=== block 1 ===
Fig. 1: block 1, nets reached from selected ports
(8 px per um)
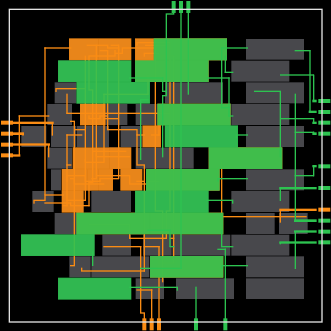
Fig. 2: block 1, local utilization
(10 px per um) The die is cut into 8 by 8 equal tiles; dark blue is low, red is high, 0 to 100% covered.
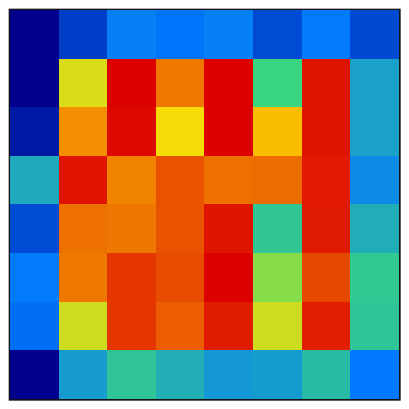
Fig. 3: block 1, congestion heat map
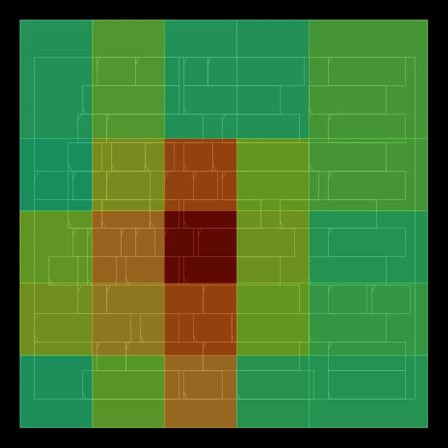
===== src/rtl/control_pkg.sv =====
// Shared encodings for the CPU main decoder: opcodes, control-bit positions
// inside the 14-bit bundle, and the bundle's packed layout.
package control_pkg;

    localparam logic [3:0] OP_RTYPE = 4'h0;
    localparam logic [3:0] OP_ADDI  = 4'h1;
    localparam logic [3:0] OP_ANDI  = 4'h2;
    localparam logic [3:0] OP_ORI   = 4'h3;
    localparam logic [3:0] OP_BLT   = 4'h4;
    localparam logic [3:0] OP_BGT   = 4'h5;
    localparam logic [3:0] OP_BEQ   = 4'h6;
    localparam logic [3:0] OP_JMP   = 4'h7;
    localparam logic [3:0] OP_LW    = 4'h8;
    localparam logic [3:0] OP_SW    = 4'hB;
    localparam logic [3:0] OP_HALT  = 4'hF;

    localparam int unsigned BIT_REGDST   = 13;
    localparam int unsigned BIT_BRANCH   = 12;
    localparam int unsigned BIT_MEMREAD  = 11;
    localparam int unsigned BIT_MEMWRITE = 10;
    localparam int unsigned BIT_ALUSRC   = 9;
    localparam int unsigned BIT_REGWRITE = 8;

    localparam logic [3:0] FUNCT_RSVD_E = 4'hE;
    localparam logic [3:0] FUNCT_RSVD_F = 4'hF;

    typedef struct packed {
        logic       regdst;
        logic       branch;
        logic       memread;
        logic       memwrite;
        logic       alusrc;
        logic       regwrite;
        logic [3:0] opcode;
        logic [3:0] funct_code;
    } ctrl_bundle_t;

    function automatic logic is_reserved_funct(input logic [3:0] funct);
        return (funct == FUNCT_RSVD_E) || (funct == FUNCT_RSVD_F);
    endfunction

endpackage


===== src/rtl/control_decode.sv =====
// Combinational instruction decode: 8-bit instruction to 14-bit control bundle.
module control_decode
    import control_pkg::*;
(
    input  logic [7:0]  instruction_i,
    output logic [13:0] bundle_o
);

    logic [3:0] opcode;
    logic [3:0] funct;

    assign opcode = instruction_i[7:4];
    assign funct  = instruction_i[3:0];

    always_comb begin
        // NOTE: every output gets a default first so no path leaves it unassigned (no latch).
        bundle_o      = '0;
        bundle_o[7:4] = opcode;
        bundle_o[3:0] = funct;
        // Reserved and unknown opcodes fall through to default: all control bits 0.
        unique case (opcode)
            OP_RTYPE: begin
                if (!is_reserved_funct(funct)) begin
                    bundle_o[BIT_REGDST]   = 1'b1;
                    bundle_o[BIT_REGWRITE] = 1'b1;
                end
            end
            OP_ADDI, OP_ANDI, OP_ORI: begin
                bundle_o[BIT_ALUSRC]   = 1'b1;
                bundle_o[BIT_REGWRITE] = 1'b1;
            end
            // JMP shares the branch encoding; the branch unit tells it apart by opcode.
            OP_BLT, OP_BGT, OP_BEQ, OP_JMP: begin
                bundle_o[BIT_BRANCH] = 1'b1;
            end
            OP_LW: begin
                bundle_o[BIT_MEMREAD]  = 1'b1;
                bundle_o[BIT_ALUSRC]   = 1'b1;
                bundle_o[BIT_REGWRITE] = 1'b1;
            end
            OP_SW: begin
                bundle_o[BIT_MEMWRITE] = 1'b1;
                bundle_o[BIT_ALUSRC]   = 1'b1;
            end
            OP_HALT: ;
            default: ;
        endcase
    end

endmodule


===== src/rtl/control.sv =====
// Main decoder top: combinational decode followed by a single async-reset
// output register, so the bundle changes only on rising clock edges.
module control
    import control_pkg::*;
(
    input  logic        clk,
    input  logic        rst_n,
    input  logic [7:0]  instruction,
    output logic [13:0] signals
);

    ctrl_bundle_t signals_d;
    ctrl_bundle_t signals_q;

    control_decode u_decode (
        .instruction_i (instruction),
        .bundle_o      (signals_d)
    );

    always_ff @(posedge clk or negedge rst_n) begin
        // NOTE: sequential state uses non-blocking assignments so all flops update together.
        if (!rst_n) begin
            signals_q <= '0;
        end else begin
            signals_q <= signals_d;
        end
    end

    assign signals = signals_q;

endmodule


===== config.mk =====
export PLATFORM = sky130hd
export DESIGN_NAME = control
export DESIGN_NICKNAME = d
export VERILOG_FILES = /design/src/rtl/control_pkg.sv /design/src/rtl/control_decode.sv /design/src/rtl/control.sv
export SDC_FILE = /design/constraint.sdc
export NUM_CORES = 1
export LEC_CHECK = 0
export CAP_MARGIN = 20
export CORE_UTILIZATION = 37
export CTS_CLUSTER_DIAMETER = 80
export CTS_CLUSTER_SIZE = 30
export DETAILED_ROUTE_END_ITERATION = 10
export PLACE_DENSITY = 0.72
export SYNTH_ARGS = -nofsm -noshare
export SYNTH_HDL_FRONTEND = slang
export SYNTH_HIERARCHICAL = 1
export SYNTH_SLANG_ARGS = --single-unit

===== constraint.sdc =====
create_clock -name clk -period 0.8 [get_ports clk]
set_input_delay 0.08 -clock clk [delete_from_list [all_inputs] [get_ports clk]]
set_output_delay 0.08 -clock clk [all_outputs]
set_load 0.05 [all_outputs]

==> results_dict.tcl <==
# collected from the flow reports
set metrics [dict create \
    status "complete, but fails checks" \
    violations "setup timing" \
    power.leakage_nw 0.434 \
    wl_met2_um 596 \
    cts_sinks 14 \
    lay_top_cells "buf_12 (15), dfrtp_1 (14), clkdlybuf4s50_1 (5)" \
    finalClockPeriodUsage 1.13 \
    place.gp.congestion 0.714 \
    placed_area_um2 890 \
    setup_viol 14 \
    p_total_mw 1.65 \
    grt_max_degree 15 \
    path_clk_slew_ns 0.08 \
    ys_seq_share 0.695 \
    whs_ns 0.140 \
    drv_cap 0 \
    ys_cells 35 \
    synth_flops 14 \
    synth_nets 45 \
    rows 12 \
    setup_ws_ns -0.106 \
    syn_area_per_cell_um2 14.4 \
    worstMarginPinSlew_ns 0.228 \
]
About Fig. 1:
green -> signals  # direction output, edge 9 east, 3 north, 2 south, end cells 14, buffers 14, wire 224 um
orange -> instruction  # direction input, edge 4 west, 3 south, 1 east, end cells 20, buffers 13, wire 457 um

About Fig. 2:
nearly empty tiles = 4.7%
emptiest ninth of the die = north-west
tiles over 75% full = 45%
fullest tile = 100%
densest ninth of the die = centre
Final Core Density: 0.784
Core Area: 1190 um^2
Pre-Place Util: 0.425

About Fig. 3:
WL/cell: 13.8 um
GR Util met1: 0.188
Tot GR Track Use: 0.182
GRT met3 Usage: 0.0520

-- worst paths after layout --
kind | to | cells after the start | startpoint | slack (ns)
max in group asynchronous | signals[1]$_DFF_PN0_ | 2 | rst_n | 0.55
hold / removal | signals[5]$_DFF_PN0_ | 2 | rst_n | 0.14
setup / recovery | signals[7] | 1 | signals[7]$_DFF_PN0_ | -0.11
min in group clk | signals[5]$_DFF_PN0_ | 2 | instruction[5] | 0.19
-- power breakdown --
part | switching (mW) | internal, mW
clock | 0.199 | 0.276
combinational | 0.198 | 0.208
sequential | 0.0279 | 0.742
-- Yosys cell counts, drive strengths merged --
master and number:
nor4b 1, and3b 1, o21a 1, inv 1, buf 8, a211oi 2, nor2 1, or4 1
nor2b 1, nor3 1, dfrtp 14, and3 1, and4b 1, xnor2 1
-- area by class of cell --
class / instances / share of cell area
Tap cell: 14 / 0.0188
Clock buffer: 4 / 0.0390
Timing Repair Buffer: 29 / 0.459
Multi-Input combinational cell: 12 / 0.102
Sequential cell: 14 / 0.377
Inverter: 1 / 0.00404

=== block 2 ===
`src/rtl/div_pkg.sv`:
```
// Shared definitions for the sequential restoring divider: state encoding and default width.
package div_pkg;

  localparam int unsigned DEF_W = 16;

  typedef logic [1:0] state_t;

  localparam state_t StIdle = 2'd0;
  localparam state_t StBusy = 2'd1;
  localparam state_t StDone = 2'd2;

endpackage

```
`src/rtl/div_restoring_step.sv`:
```
// One restoring division iteration: trial-subtract the divisor from the shifted partial remainder.
module div_restoring_step #(
  parameter int unsigned W = 16
) (
  input  logic [W:0]   prem,
  input  logic [W-1:0] divisor,
  output logic [W-1:0] next_rem,
  output logic         q_bit
);

  logic [W+1:0] diff;
  logic         unused_diff_msb;

  assign diff     = {1'b0, prem} - {2'b00, divisor};
  assign q_bit    = ~diff[W+1];
  // A successful subtraction always leaves a result below the divisor, so bit W is zero.
  assign next_rem = q_bit ? diff[W-1:0] : prem[W-1:0];

  assign unused_diff_msb = diff[W];

endmodule

```
`src/rtl/div32u_restoring_seq.sv`:
```
// Sequential 2W/W unsigned restoring divider with valid/ready handshakes.
// Define DIV_ERR_FASTPATH_EN to send errored operands straight to DONE.
module div32u_restoring_seq
  import div_pkg::*;
#(
  parameter int unsigned W = DEF_W
) (
  input  logic           clk,
  input  logic           rst_n,
  input  logic           in_valid,
  output logic           in_ready,
  input  logic [2*W-1:0] dividend,
  input  logic [W-1:0]   divisor,
  output logic           out_valid,
  input  logic           out_ready,
  output logic [W-1:0]   quotient,
  output logic [W-1:0]   remainder,
  output logic           ovf
);

  localparam int unsigned CW = $clog2(W + 1);

  state_t        state_q, state_d;
  logic [W-1:0]  rem_q, rem_d;
  logic [W-1:0]  lo_q, lo_d;
  logic [W-1:0]  dvs_q, dvs_d;
  logic [W-1:0]  quo_q, quo_d;
  logic [W-1:0]  remo_q, remo_d;
  logic          err_q, err_d;
  logic          ovf_q, ovf_d;
  logic [CW-1:0] cnt_q, cnt_d;

  logic          accept;
  logic          err_in;
  logic [W:0]    step_in;
  logic [W-1:0]  step_rem;
  logic          step_q;

  assign in_ready  = (state_q == StIdle);
  assign out_valid = (state_q == StDone);
  assign accept    = in_valid && in_ready;
  // Upper half >= divisor means the quotient cannot fit in W bits.
  assign err_in    = (divisor == '0) || (dividend[2*W-1:W] >= divisor);

  // Lower dividend half shifts out MSB-first while quotient bits shift in at the bottom.
  assign step_in = {rem_q, lo_q[W-1]};

  div_restoring_step #(
    .W (W)
  ) u_step (
    .prem     (step_in),
    .divisor  (dvs_q),
    .next_rem (step_rem),
    .q_bit    (step_q)
  );

  always_comb begin
    state_d = state_q;
    rem_d   = rem_q;
    lo_d    = lo_q;
    dvs_d   = dvs_q;
    quo_d   = quo_q;
    remo_d  = remo_q;
    err_d   = err_q;
    ovf_d   = ovf_q;
    cnt_d   = cnt_q;
    unique case (state_q)
      StIdle: begin
        if (accept) begin
          rem_d   = dividend[2*W-1:W];
          lo_d    = dividend[W-1:0];
          dvs_d   = divisor;
          err_d   = err_in;
          cnt_d   = '0;
          state_d = StBusy;
`ifdef DIV_ERR_FASTPATH_EN
          if (err_in) begin
            quo_d   = '1;
            remo_d  = '0;
            ovf_d   = 1'b1;
            state_d = StDone;
          end
`endif
        end
      end
      StBusy: begin
        rem_d = step_rem;
        lo_d  = {lo_q[W-2:0], step_q};
        cnt_d = cnt_q + 1'b1;
        if (cnt_q == CW'(W - 1)) begin
          quo_d   = err_q ? '1 : {lo_q[W-2:0], step_q};
          remo_d  = err_q ? '0 : step_rem;
          ovf_d   = err_q;
          state_d = StDone;
        end
      end
      StDone: begin
        if (out_ready) begin
          state_d = StIdle;
        end
      end
      default: state_d = StIdle;
    endcase
  end

  always_ff @(posedge clk or negedge rst_n) begin
    if (!rst_n) begin
      state_q <= StIdle;
      rem_q   <= '0;
      lo_q    <= '0;
      dvs_q   <= '0;
      quo_q   <= '0;
      remo_q  <= '0;
      err_q   <= 1'b0;
      ovf_q   <= 1'b0;
      cnt_q   <= '0;
    end else begin
      state_q <= state_d;
      rem_q   <= rem_d;
      lo_q    <= lo_d;
      dvs_q   <= dvs_d;
      quo_q   <= quo_d;
      remo_q  <= remo_d;
      err_q   <= err_d;
      ovf_q   <= ovf_d;
      cnt_q   <= cnt_d;
    end
  end

  assign quotient  = quo_q;
  assign remainder = remo_q;
  assign ovf       = ovf_q;

endmodule

```
`config.mk`:
```
export PLATFORM = sky130hd
export DESIGN_NAME = div32u_restoring_seq
export DESIGN_NICKNAME = d
export VERILOG_FILES = /design/src/rtl/div_pkg.sv /design/src/rtl/div_restoring_step.sv /design/src/rtl/div32u_restoring_seq.sv
export SDC_FILE = /design/constraint.sdc
export NUM_CORES = 1
export LEC_CHECK = 0
export CAP_MARGIN = 20
export CORE_MARGIN = 4
export CORE_UTILIZATION = 35
export CTS_BUF_LIST = sky130_fd_sc_hd__clkbuf_4
export CTS_CLUSTER_SIZE = 12
export DETAILED_ROUTE_END_ITERATION = 12
export HOLD_SLACK_MARGIN = 0.06
export SYNTH_ARGS = -nofsm -noshare
export SYNTH_HDL_FRONTEND = slang
export SYNTH_SLANG_ARGS = --single-unit
```
`constraint.sdc`:
```
create_clock -name clk -period 2.8 [get_ports clk]
set_clock_uncertainty 0.15 [all_clocks]
set_input_delay 0.7 -clock clk [delete_from_list [all_inputs] [get_ports clk]]
set_output_delay 0.7 -clock clk [all_outputs]
set_load 0.01 [all_outputs]
```
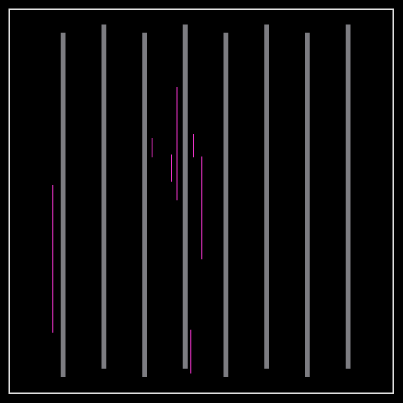
Fig. 4. Met4 routing (block 2).
(3 px per um) Supply wires on this layer in grey.
share of all routed wire = 1.1%
wire length on this layer = 157 um
main direction = vertical
nets with wire on the layer = 5

-- state kept, by name, indices dropped and copies added, names as in the netlist --
| register | flops |
|---|---|
| lo_q | 16 |
| quotient | 16 |
| state_q | 2 |
| cnt_q | 5 |
| dvs_q | 16 |
| rem_q | 16 |
| ovf | 1 |
| err_q | 1 |
| remainder | 16 |
-- power by group through the flow --
stage / clock, mW / sequential, mW / combinational, mW
global route: 0.776 / 2.31 / 5.33
detailed placement: 0 / 2.27 / 4.57
CTS: 0.723 / 2.24 / 4.60
floorplan: 0 / 2.25 / 3.18
finish: 0.707 / 2.24 / 4.77
global placement: 0 / 2.25 / 4.48
-- area by class of cell --
type,instances,share of cell area
Clock buffer,9,0.0107
Clock inverter,7,0.00970
Inverter,40,0.0238
Multi-Input combinational cell,415,0.401
Sequential cell,89,0.352
Tap cell,180,0.0356
Timing Repair Buffer,109,0.167
-- cell families after synthesis --
kind of cell,Yosys count,synth area share
AND-OR/OR-AND,163,0.196
flip-flops,89,0.446
multiplexers,13,0.0265
adder cells (fa/ha/maj),35,0.0891
buffers and inverters,71,0.0578
XOR/XNOR,11,0.0193
AND/OR/NAND/NOR,193,0.166
==> results_dict.tcl <==
# collected from the flow reports
set metrics [dict create \
    common_cells "nand2_1 (100), dfrtp_1 (89), o21ai_0 (71), nor2_1 (46), inv_1 (40)" \
    ys.flop_type "dfrtp_1" \
    ys_cells 575 \
    synth_cells 575 \
    switchingPower_mw 3.48 \
    async_flop_share 1.00 \
    end_kind "flip-flop" \
    critPathRequiredTime_ns 2.96 \
    fp_util 0.359 \
    p_int_mw 4.23 \
    status "finished clean" \
    largest_area_cell "dfrtp_1" \
    grt_pass1_wl_mm 22.5 \
    fp.dieH_um 128 \
    switching_share 0.452 \
    h-tree-depth 3 \
    crit_type "flip-flop to flip-flop" \
    dieWidth_um 128 \
    finalHoldViolCount 0 \
    clock-root-buffer "clkbuf_4" \
    cp-start-kind "flip-flop" \
    maxSlewHeadroom 0.531 \
    critPathLaunch "rem_q[13]$_DFFE_PN0P_" \
    met2_usage 0.267 \
    cts_resized 0 \
    p_seq_frac 0.290 \
    grt.met3_usage 0.0326 \
    edf_count 0 \
    whs_ns 0.0760 \
    arrival_ns 2.86 \
    grt.met1_usage 0.248 \
    cts_sinks 89 \
    vias 4463 \
    design_area_um2 6320 \
    power.leakage_nw 2.92 \
    final_cells 849 \
    grt_pass1_vias 4396 \
]

=== block 3 ===
Fig. 5: block 3, clock wires, drivers and flops
(8 px per um)
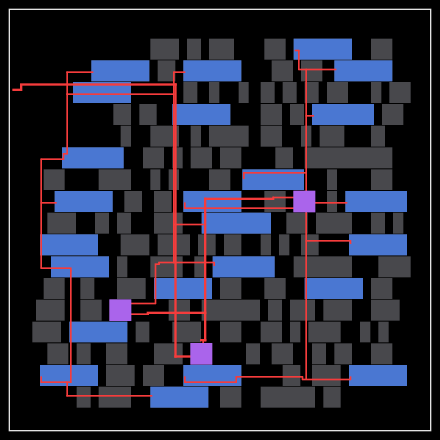
[src/rtl/shifter_arbiter.sv]
// ============================================================================
// shifter_arbiter / barrel_shifter_4bit : two requesters share one 4-bit rotator
// Revision: 1.0
// ============================================================================
`default_nettype none

module barrel_shifter_4bit (
    input  logic [3:0] data_in,
    input  logic [1:0] amt,
    output logic [3:0] data_out
);
    logic [3:0] stage1;

    assign stage1   = amt[0] ? {data_in[2:0], data_in[3]} : data_in;
    assign data_out = amt[1] ? {stage1[1:0], stage1[3:2]} : stage1;
endmodule

module shifter_arbiter #(
    parameter int RR_EN = 1
) (
    input  logic       clk,
    input  logic       rst_n,
    input  logic       req0_valid,
    input  logic [3:0] req0_data,
    input  logic [1:0] req0_amt,
    output logic       req0_ready,
    input  logic       req1_valid,
    input  logic [3:0] req1_data,
    input  logic [1:0] req1_amt,
    output logic       req1_ready,
    output logic       out_valid,
    output logic [3:0] out_data,
    output logic       out_id,
    input  logic       out_ready,
    output logic [7:0] done_cnt
);
    typedef enum logic [1:0] {
        IDLE  = 2'd0,
        SHIFT = 2'd1,
        HOLD  = 2'd2
    } state_t;

    state_t     state_q, state_d;
    logic [3:0] op_data_q, op_data_d;
    logic [1:0] op_amt_q, op_amt_d;
    logic       op_id_q, op_id_d;
    logic       last_grant_q, last_grant_d;
    logic       out_valid_q, out_valid_d;
    logic [3:0] out_data_q, out_data_d;
    logic       out_id_q, out_id_d;
    logic [7:0] done_cnt_q, done_cnt_d;

    logic       grant;
    logic       accept;
    logic [3:0] shift_result;

    // grant is the requester index that would win this cycle
    generate
        if (RR_EN != 0) begin : g_round_robin
            assign grant = (req0_valid && req1_valid) ? ~last_grant_q
                                                      : (req1_valid && !req0_valid);
        end else begin : g_fixed_priority
            assign grant = ~req0_valid;
        end
    endgenerate

    assign req0_ready = rst_n && (state_q == IDLE) && req0_valid && !grant;
    assign req1_ready = rst_n && (state_q == IDLE) && req1_valid &&  grant;
    assign accept     = req0_ready || req1_ready;

    barrel_shifter_4bit u_shifter (
        .data_in  (op_data_q),
        .amt      (op_amt_q),
        .data_out (shift_result)
    );

    always_comb begin
        state_d      = state_q;
        op_data_d    = op_data_q;
        op_amt_d     = op_amt_q;
        op_id_d      = op_id_q;
        last_grant_d = last_grant_q;
        out_valid_d  = out_valid_q;
        out_data_d   = out_data_q;
        out_id_d     = out_id_q;
        done_cnt_d   = done_cnt_q;

        case (state_q)
            IDLE: begin
                if (accept) begin
                    op_data_d    = grant ? req1_data : req0_data;
                    op_amt_d     = grant ? req1_amt  : req0_amt;
                    op_id_d      = grant;
                    last_grant_d = grant;
                    state_d      = SHIFT;
                end
            end
            SHIFT: begin
                out_data_d  = shift_result;
                out_id_d    = op_id_q;
                out_valid_d = 1'b1;
                state_d     = HOLD;
            end
            HOLD: begin
                if (out_ready) begin
                    out_valid_d = 1'b0;
                    done_cnt_d  = done_cnt_q + 8'd1;
                    state_d     = IDLE;
                end
            end
            default: state_d = IDLE;
        endcase
    end

    // last_grant resets to 1 so requester 0 wins the first contention
    always_ff @(posedge clk) begin
        if (!rst_n) begin
            state_q      <= IDLE;
            op_data_q    <= 4'd0;
            op_amt_q     <= 2'd0;
            op_id_q      <= 1'b0;
            last_grant_q <= 1'b1;
            out_valid_q  <= 1'b0;
            out_data_q   <= 4'd0;
            out_id_q     <= 1'b0;
            done_cnt_q   <= 8'd0;
        end else begin
            state_q      <= state_d;
            op_data_q    <= op_data_d;
            op_amt_q     <= op_amt_d;
            op_id_q      <= op_id_d;
            last_grant_q <= last_grant_d;
            out_valid_q  <= out_valid_d;
            out_data_q   <= out_data_d;
            out_id_q     <= out_id_d;
            done_cnt_q   <= done_cnt_d;
        end
    end

    assign out_valid = out_valid_q;
    assign out_data  = out_data_q;
    assign out_id    = out_id_q;
    assign done_cnt  = done_cnt_q;
endmodule

`default_nettype wire

[config.mk]
export PLATFORM = sky130hd
export DESIGN_NAME = shifter_arbiter
export DESIGN_NICKNAME = d
export VERILOG_FILES = /design/src/rtl/shifter_arbiter.sv
export SDC_FILE = /design/constraint.sdc
export NUM_CORES = 1
export LEC_CHECK = 0
export ABC_AREA = 0
export CAP_MARGIN = 20
export CELL_PAD_IN_SITES_DETAIL_PLACEMENT = 1
export CELL_PAD_IN_SITES_GLOBAL_PLACEMENT = 1
export CORE_MARGIN = 2
export CORE_UTILIZATION = 48
export CTS_BUF_LIST = sky130_fd_sc_hd__clkbuf_4
export DETAILED_ROUTE_END_ITERATION = 8
export DONT_BUFFER_PORTS = 1
export PLACE_DENSITY = 0.91
export SLEW_MARGIN = 20
export SYNTH_ARGS = -nofsm -noshare
export SYNTH_HDL_FRONTEND = slang
export SYNTH_SLANG_ARGS = --single-unit
[constraint.sdc]
create_clock -name clk -period 1.6 [get_ports clk]
set_clock_uncertainty 0.05 [all_clocks]
set_input_delay 0.48 -clock clk [delete_from_list [all_inputs] [get_ports clk]]
set_output_delay 0.48 -clock clk [all_outputs]
set_load 0.05 [all_outputs]
==> results_dict.tcl <==
# collected from the flow reports
set metrics [dict create \
    powerComb_mw 0.227 \
    track_usage 0.271 \
    first_pass_iters 4 \
    timing.fmax_mhz 541 \
    dieArea_um2 2760 \
    drv_cap 0 \
    maxPowerGroup "sequential cells" \
    diodes 0 \
    final_core_util 0.615 \
    hold_depth 1 \
    grt_overflow 0 \
    setup_ws_ns -0.247 \
    coreArea_um2 2210 \
    yosys_warnings 0 \
    switchingPower_mw 0.386 \
    drive_gt1_frac 0.296 \
    arrival_ns 1.32 \
    syn-cell-area_um2 1130 \
    tns_ns -0.486 \
    synth_nets 138 \
    dp_slack_ns -0.0444 \
    largest_area_cell "dfxtp_1" \
    power_density_nw_per_um2 1020 \
    cp-start-kind "flip-flop" \
    status "complete, but fails checks" \
    dp.cells 153 \
    setup_viol 3 \
    irDropWorstVdd_uv 681 \
    drcViolationCount 0 \
    rsz0062_at_grt "true" \
    rrSetupSlack_ns -0.02 \
    crit_end "req1_ready" \
    p_total_mw 1.38 \
    area_leaders "dfxtp_1 (43%), mux2i_1 (12%), a21oi_1 (5.3%)" \
    ys_cells 120 \
    detailed_place_hpwl_mm 2.27 \
    dieWidth_um 52.5 \
    cts_tree "yes" \
    rows 17 \
    power.leakage_nw 0.553 \
    violations "setup timing" \
    most_common_cell "dfxtp_1" \
    ys.flop_type "dfxtp_1" \
    design_area_um2 1360 \
    grt_pass1_vias 1026 \
]
## Picture notes: Fig. 5
blue -> flip-flops  # count 24
purple -> clock-net drivers  # count 3
red -> clock wires  # length 331 um
routed clock nets = 4

[per-layer routing]
layer  global-route usage  up-vias  wire length [um]
met5                    0        -                 0
met1                0.294      484              1380
met3               0.0829       11               157
li1                     -      462                 -
met4                0.145        0               131
met2                0.465       29              1840
[worst max-delay path: cells and delay by family (launching register included)]
kind	cells	cell delay, ns
buf+inv	1	0.14
flops	1	0.37
simple gates	2	0.48
[cell families after synthesis]
group	count (synthesis)	share of synthesized area
xor+xnor	2	0.0155
buf+inv	11	0.0488
fa+ha+maj	1	0.0111
simple gates	35	0.180
mux	17	0.155
compound gates	30	0.164
flops	24	0.426
[registers in the layout (all words and copies together), names as in the netlist]
register	cells
done_cnt	8
op_data_q	4
out_data	4
op_amt_q	2
state_q	2
last_grant_q	1
op_id_q	1
out_id	1
out_valid	1
[area by class of cell]
type                       instances  area share
clock buffer                       3      0.0165
tap                               28      0.0257
inverter                           3     0.00827
sequential                        24       0.360
multi-input combinational         85       0.453
clock inverter                     1      0.0221
timing repair buffer              19       0.114

=== block 4 ===
Fig. 6: block 4, congestion heat map
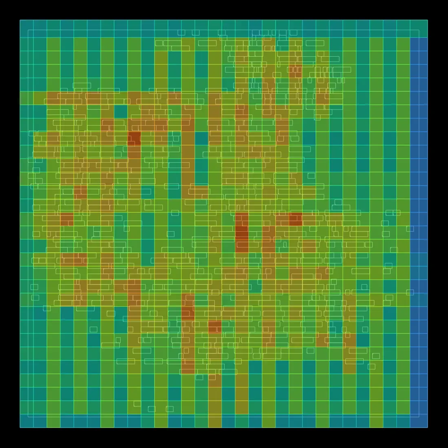
### src/rtl/axis_cmd_packer.sv
// rtl/axis_cmd_packer.sv - write-request FIFO feeding a two-beat TVALID-only command stream
// Each buffered request leaves as an address word {core, reg} followed by its data word.
module axis_cmd_packer #(
   parameter int REG_ADDR_WIDTH = 4,
   parameter int ADDR_WIDTH     = 12,
   parameter int FIFO_DEPTH     = 4,
   parameter int GAP_CYCLES     = 0
) (
   input  logic                        clk,
   input  logic                        rst,
   input  logic [ADDR_WIDTH-1:0]       wr_core_addr,
   input  logic [REG_ADDR_WIDTH-1:0]   wr_reg_addr,
   input  logic [31:0]                 wr_data,
   input  logic                        wr_valid,
   output logic                        wr_ready,
   output logic [31:0]                 cmd_out_TDATA,
   output logic                        cmd_out_TVALID,
   output logic [$clog2(FIFO_DEPTH):0] fifo_count,
   output logic                        busy
);

   localparam int PTR_W    = $clog2(FIFO_DEPTH);
   localparam int CNT_W    = PTR_W + 1;
   localparam int AW_TOTAL = ADDR_WIDTH + REG_ADDR_WIDTH;
   localparam bit NO_GAP   = (GAP_CYCLES == 0);
   localparam logic [CNT_W-1:0] FULL_CNT = CNT_W'(FIFO_DEPTH);
   localparam logic [7:0]       GAP_LOAD = (GAP_CYCLES > 0) ? 8'(GAP_CYCLES - 1) : 8'd0;

   typedef enum logic [1:0] {S_IDLE, S_ADDR, S_DATA, S_GAP} state_t;

   state_t           state_q, state_d;
   logic [31:0]      addr_mem_q [FIFO_DEPTH];
   logic [31:0]      data_mem_q [FIFO_DEPTH];
   logic [PTR_W-1:0] wr_ptr_q, rd_ptr_q;
   logic [CNT_W-1:0] count_q;
   logic [31:0]      hold_data_q, hold_data_d;
   logic [31:0]      tdata_q, tdata_d;
   logic             tvalid_q, tvalid_d;
   logic [7:0]       gap_cnt_q, gap_cnt_d;
   logic             push, pop, fifo_empty, fifo_full;
   logic [31:0]      addr_word;

   assign fifo_empty     = (count_q == '0);
   assign fifo_full      = (count_q == FULL_CNT);
   assign wr_ready       = !fifo_full;
   assign push           = wr_valid && !fifo_full;
   assign fifo_count     = count_q;
   assign busy           = !fifo_empty || (state_q != S_IDLE);
   assign cmd_out_TDATA  = tdata_q;
   assign cmd_out_TVALID = tvalid_q;

   // The address word is packed at push time so the pop path is a plain read.
   always_comb begin
      addr_word = '0;
      addr_word[AW_TOTAL-1:0] = {wr_core_addr, wr_reg_addr};
   end

   always_ff @(posedge clk) begin
      if (push) begin
         addr_mem_q[wr_ptr_q] <= addr_word;
         data_mem_q[wr_ptr_q] <= wr_data;
      end
   end

   always_ff @(posedge clk or negedge rst) begin
      if (!rst) begin
         wr_ptr_q <= '0;
         rd_ptr_q <= '0;
         count_q  <= '0;
      end else begin
         if (push) wr_ptr_q <= wr_ptr_q + PTR_W'(1);
         if (pop)  rd_ptr_q <= rd_ptr_q + PTR_W'(1);
         case ({push, pop})
            2'b10:   count_q <= count_q + CNT_W'(1);
            2'b01:   count_q <= count_q - CNT_W'(1);
            default: count_q <= count_q;
         endcase
      end
   end

   always_ff @(posedge clk or negedge rst) begin
      if (!rst) begin
         state_q     <= S_IDLE;
         hold_data_q <= '0;
         tdata_q     <= '0;
         tvalid_q    <= 1'b0;
         gap_cnt_q   <= '0;
      end else begin
         state_q     <= state_d;
         hold_data_q <= hold_data_d;
         tdata_q     <= tdata_d;
         tvalid_q    <= tvalid_d;
         gap_cnt_q   <= gap_cnt_d;
      end
   end

   always_comb begin
      state_d = state_q;
      case (state_q)
         S_IDLE: if (!fifo_empty) state_d = S_ADDR;
         S_ADDR: state_d = S_DATA;
         S_DATA: begin
            if (!NO_GAP)         state_d = S_GAP;
            else if (!fifo_empty) state_d = S_ADDR;
            else                 state_d = S_IDLE;
         end
         S_GAP:  if (gap_cnt_q == 8'd0) state_d = S_IDLE;
         default: state_d = S_IDLE;
      endcase
   end

   // A pop loads the address beat and parks the data word for the following cycle.
   always_comb begin
      pop         = 1'b0;
      tdata_d     = '0;
      tvalid_d    = 1'b0;
      hold_data_d = hold_data_q;
      gap_cnt_d   = gap_cnt_q;
      case (state_q)
         S_IDLE: begin
            if (!fifo_empty) begin
               pop         = 1'b1;
               tdata_d     = addr_mem_q[rd_ptr_q];
               tvalid_d    = 1'b1;
               hold_data_d = data_mem_q[rd_ptr_q];
            end
         end
         S_ADDR: begin
            tdata_d  = hold_data_q;
            tvalid_d = 1'b1;
         end
         S_DATA: begin
            if (!NO_GAP) begin
               gap_cnt_d = GAP_LOAD;
            end else if (!fifo_empty) begin
               pop         = 1'b1;
               tdata_d     = addr_mem_q[rd_ptr_q];
               tvalid_d    = 1'b1;
               hold_data_d = data_mem_q[rd_ptr_q];
            end
         end
         S_GAP: begin
            if (gap_cnt_q != 8'd0) gap_cnt_d = gap_cnt_q - 8'd1;
         end
         default: begin
            tvalid_d = 1'b0;
         end
      endcase
   end

endmodule

### config.mk
export PLATFORM = sky130hd
export DESIGN_NAME = axis_cmd_packer
export DESIGN_NICKNAME = d
export VERILOG_FILES = /design/src/rtl/axis_cmd_packer.sv
export SDC_FILE = /design/constraint.sdc
export NUM_CORES = 1
export LEC_CHECK = 0
export CAP_MARGIN = 5
export CORE_MARGIN = 4
export CORE_UTILIZATION = 25
export DETAILED_ROUTE_END_ITERATION = 8
export SETUP_SLACK_MARGIN = 0.1
export SLEW_MARGIN = 20
export SYNTH_ARGS = -nofsm -noshare
export SYNTH_HDL_FRONTEND = slang
export SYNTH_SLANG_ARGS = --single-unit
### constraint.sdc
create_clock -name clk -period 3.1 [get_ports clk]
set_clock_uncertainty 0.2 [all_clocks]
set_input_delay 0.93 -clock clk [delete_from_list [all_inputs] [get_ports clk]]
set_output_delay 0.93 -clock clk [all_outputs]
set_load 0.05 [all_outputs]
==> results_dict.tcl <==
# collected from the flow reports
set metrics [dict create \
    status "finished clean" \
    irDropWorstVdd_uv 379 \
    whs_ns 0.0965 \
    setup_ws_ns 0.187 \
    switching_share 0.314 \
    path_buffers 1 \
    syn_area_per_cell_um2 21.5 \
    globalRoute.busiestLayer "met2" \
    cts_tree "yes" \
    hold_path_class "primary input to asynchronous set/reset pin" \
    largest_area_cell "edfxtp_1" \
    syn-cell-area_um2 10100 \
    final_max_slew_viol_count 0 \
    fp.dieH_um 209 \
    dieWidth_um 209 \
    worstMarginPinSlew_ns 0.789 \
    highest_layer "met5" \
    avgViaCountPerCell 4.09 \
    clock_latency_ns 0.55 \
    finalClockPeriodUsage 0.940 \
    ys.flop_type "edfxtp_1" \
    period_minus_slack_ns 2.91 \
    ys_cells 470 \
    critPathLaunch "fifo_count[1]$_DFFE_PN0P_" \
    finalHoldViolCount 0 \
]
About Fig. 6:
Final Core Density: 0.322
Tot GR Track Use: 0.0924
GR Util met1: 0.121
grt met2 use: 0.156
GRT met3 Usage: 0.0249

## registers in the layout, summed over array words and instances (netlist names)
register and count:
data_mem_q 128, addr_mem_q 64, cmd_out_TDATA 32, hold_data_q 32
gap_cnt_q 8, fifo_count 3, rd_ptr_q 2, state_q 2
wr_ptr_q 2, cmd_out_TVALID 1
## power by group through the flow
| stage | clock, mW | sequential (mW) | combinational, mW |
|---|---|---|---|
| final | 3.69 | 5.46 | 4.20 |
| after global routing | 3.99 | 5.59 | 4.51 |
| after detailed placement | 0 | 5.57 | 4.31 |
| after floorplan | 0 | 6.07 | 2.34 |
| after global placement | 0 | 5.55 | 4.28 |
| after CTS | 3.83 | 5.50 | 4.32 |
## final cells by class
class	instances	area (um^2)
Clock buffer	34	807
Clock inverter	24	253
Fill cell	3896	27000
Inverter	7	26.3
Multi-Input combinational cell	169	2170
Sequential cell	274	7820
Tap cell	525	657
Timing Repair Buffer	106	1100
## kinds of logic after synthesis
kind of cell               Yosys count  share of synthesized area
muxes                               85                      0.148
buffers and inverters               27                     0.0151
xor gates and xnor gates             9                    0.00780
DFF                                274                      0.773
adders and majority gates            8                     0.0106
and+or+nand+nor                     43                     0.0267
AOI/OAI and AO/OA                   24                     0.0186


==> screenshots <==
Clock wires, drivers and flops.
panel A
(2 px per um)
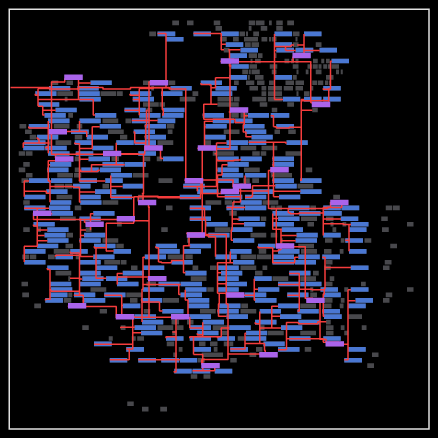
panel B
(3 px per um)
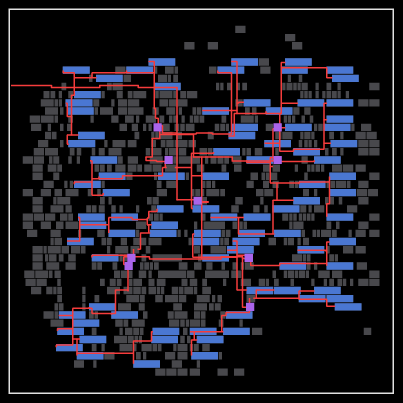
panel C
(10 px per um)
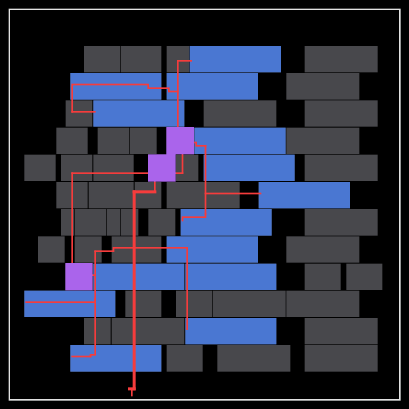
block 1 -> panel C
block 4 -> panel A
block 2 -> panel B

Power and IR drop assume default switching activity.
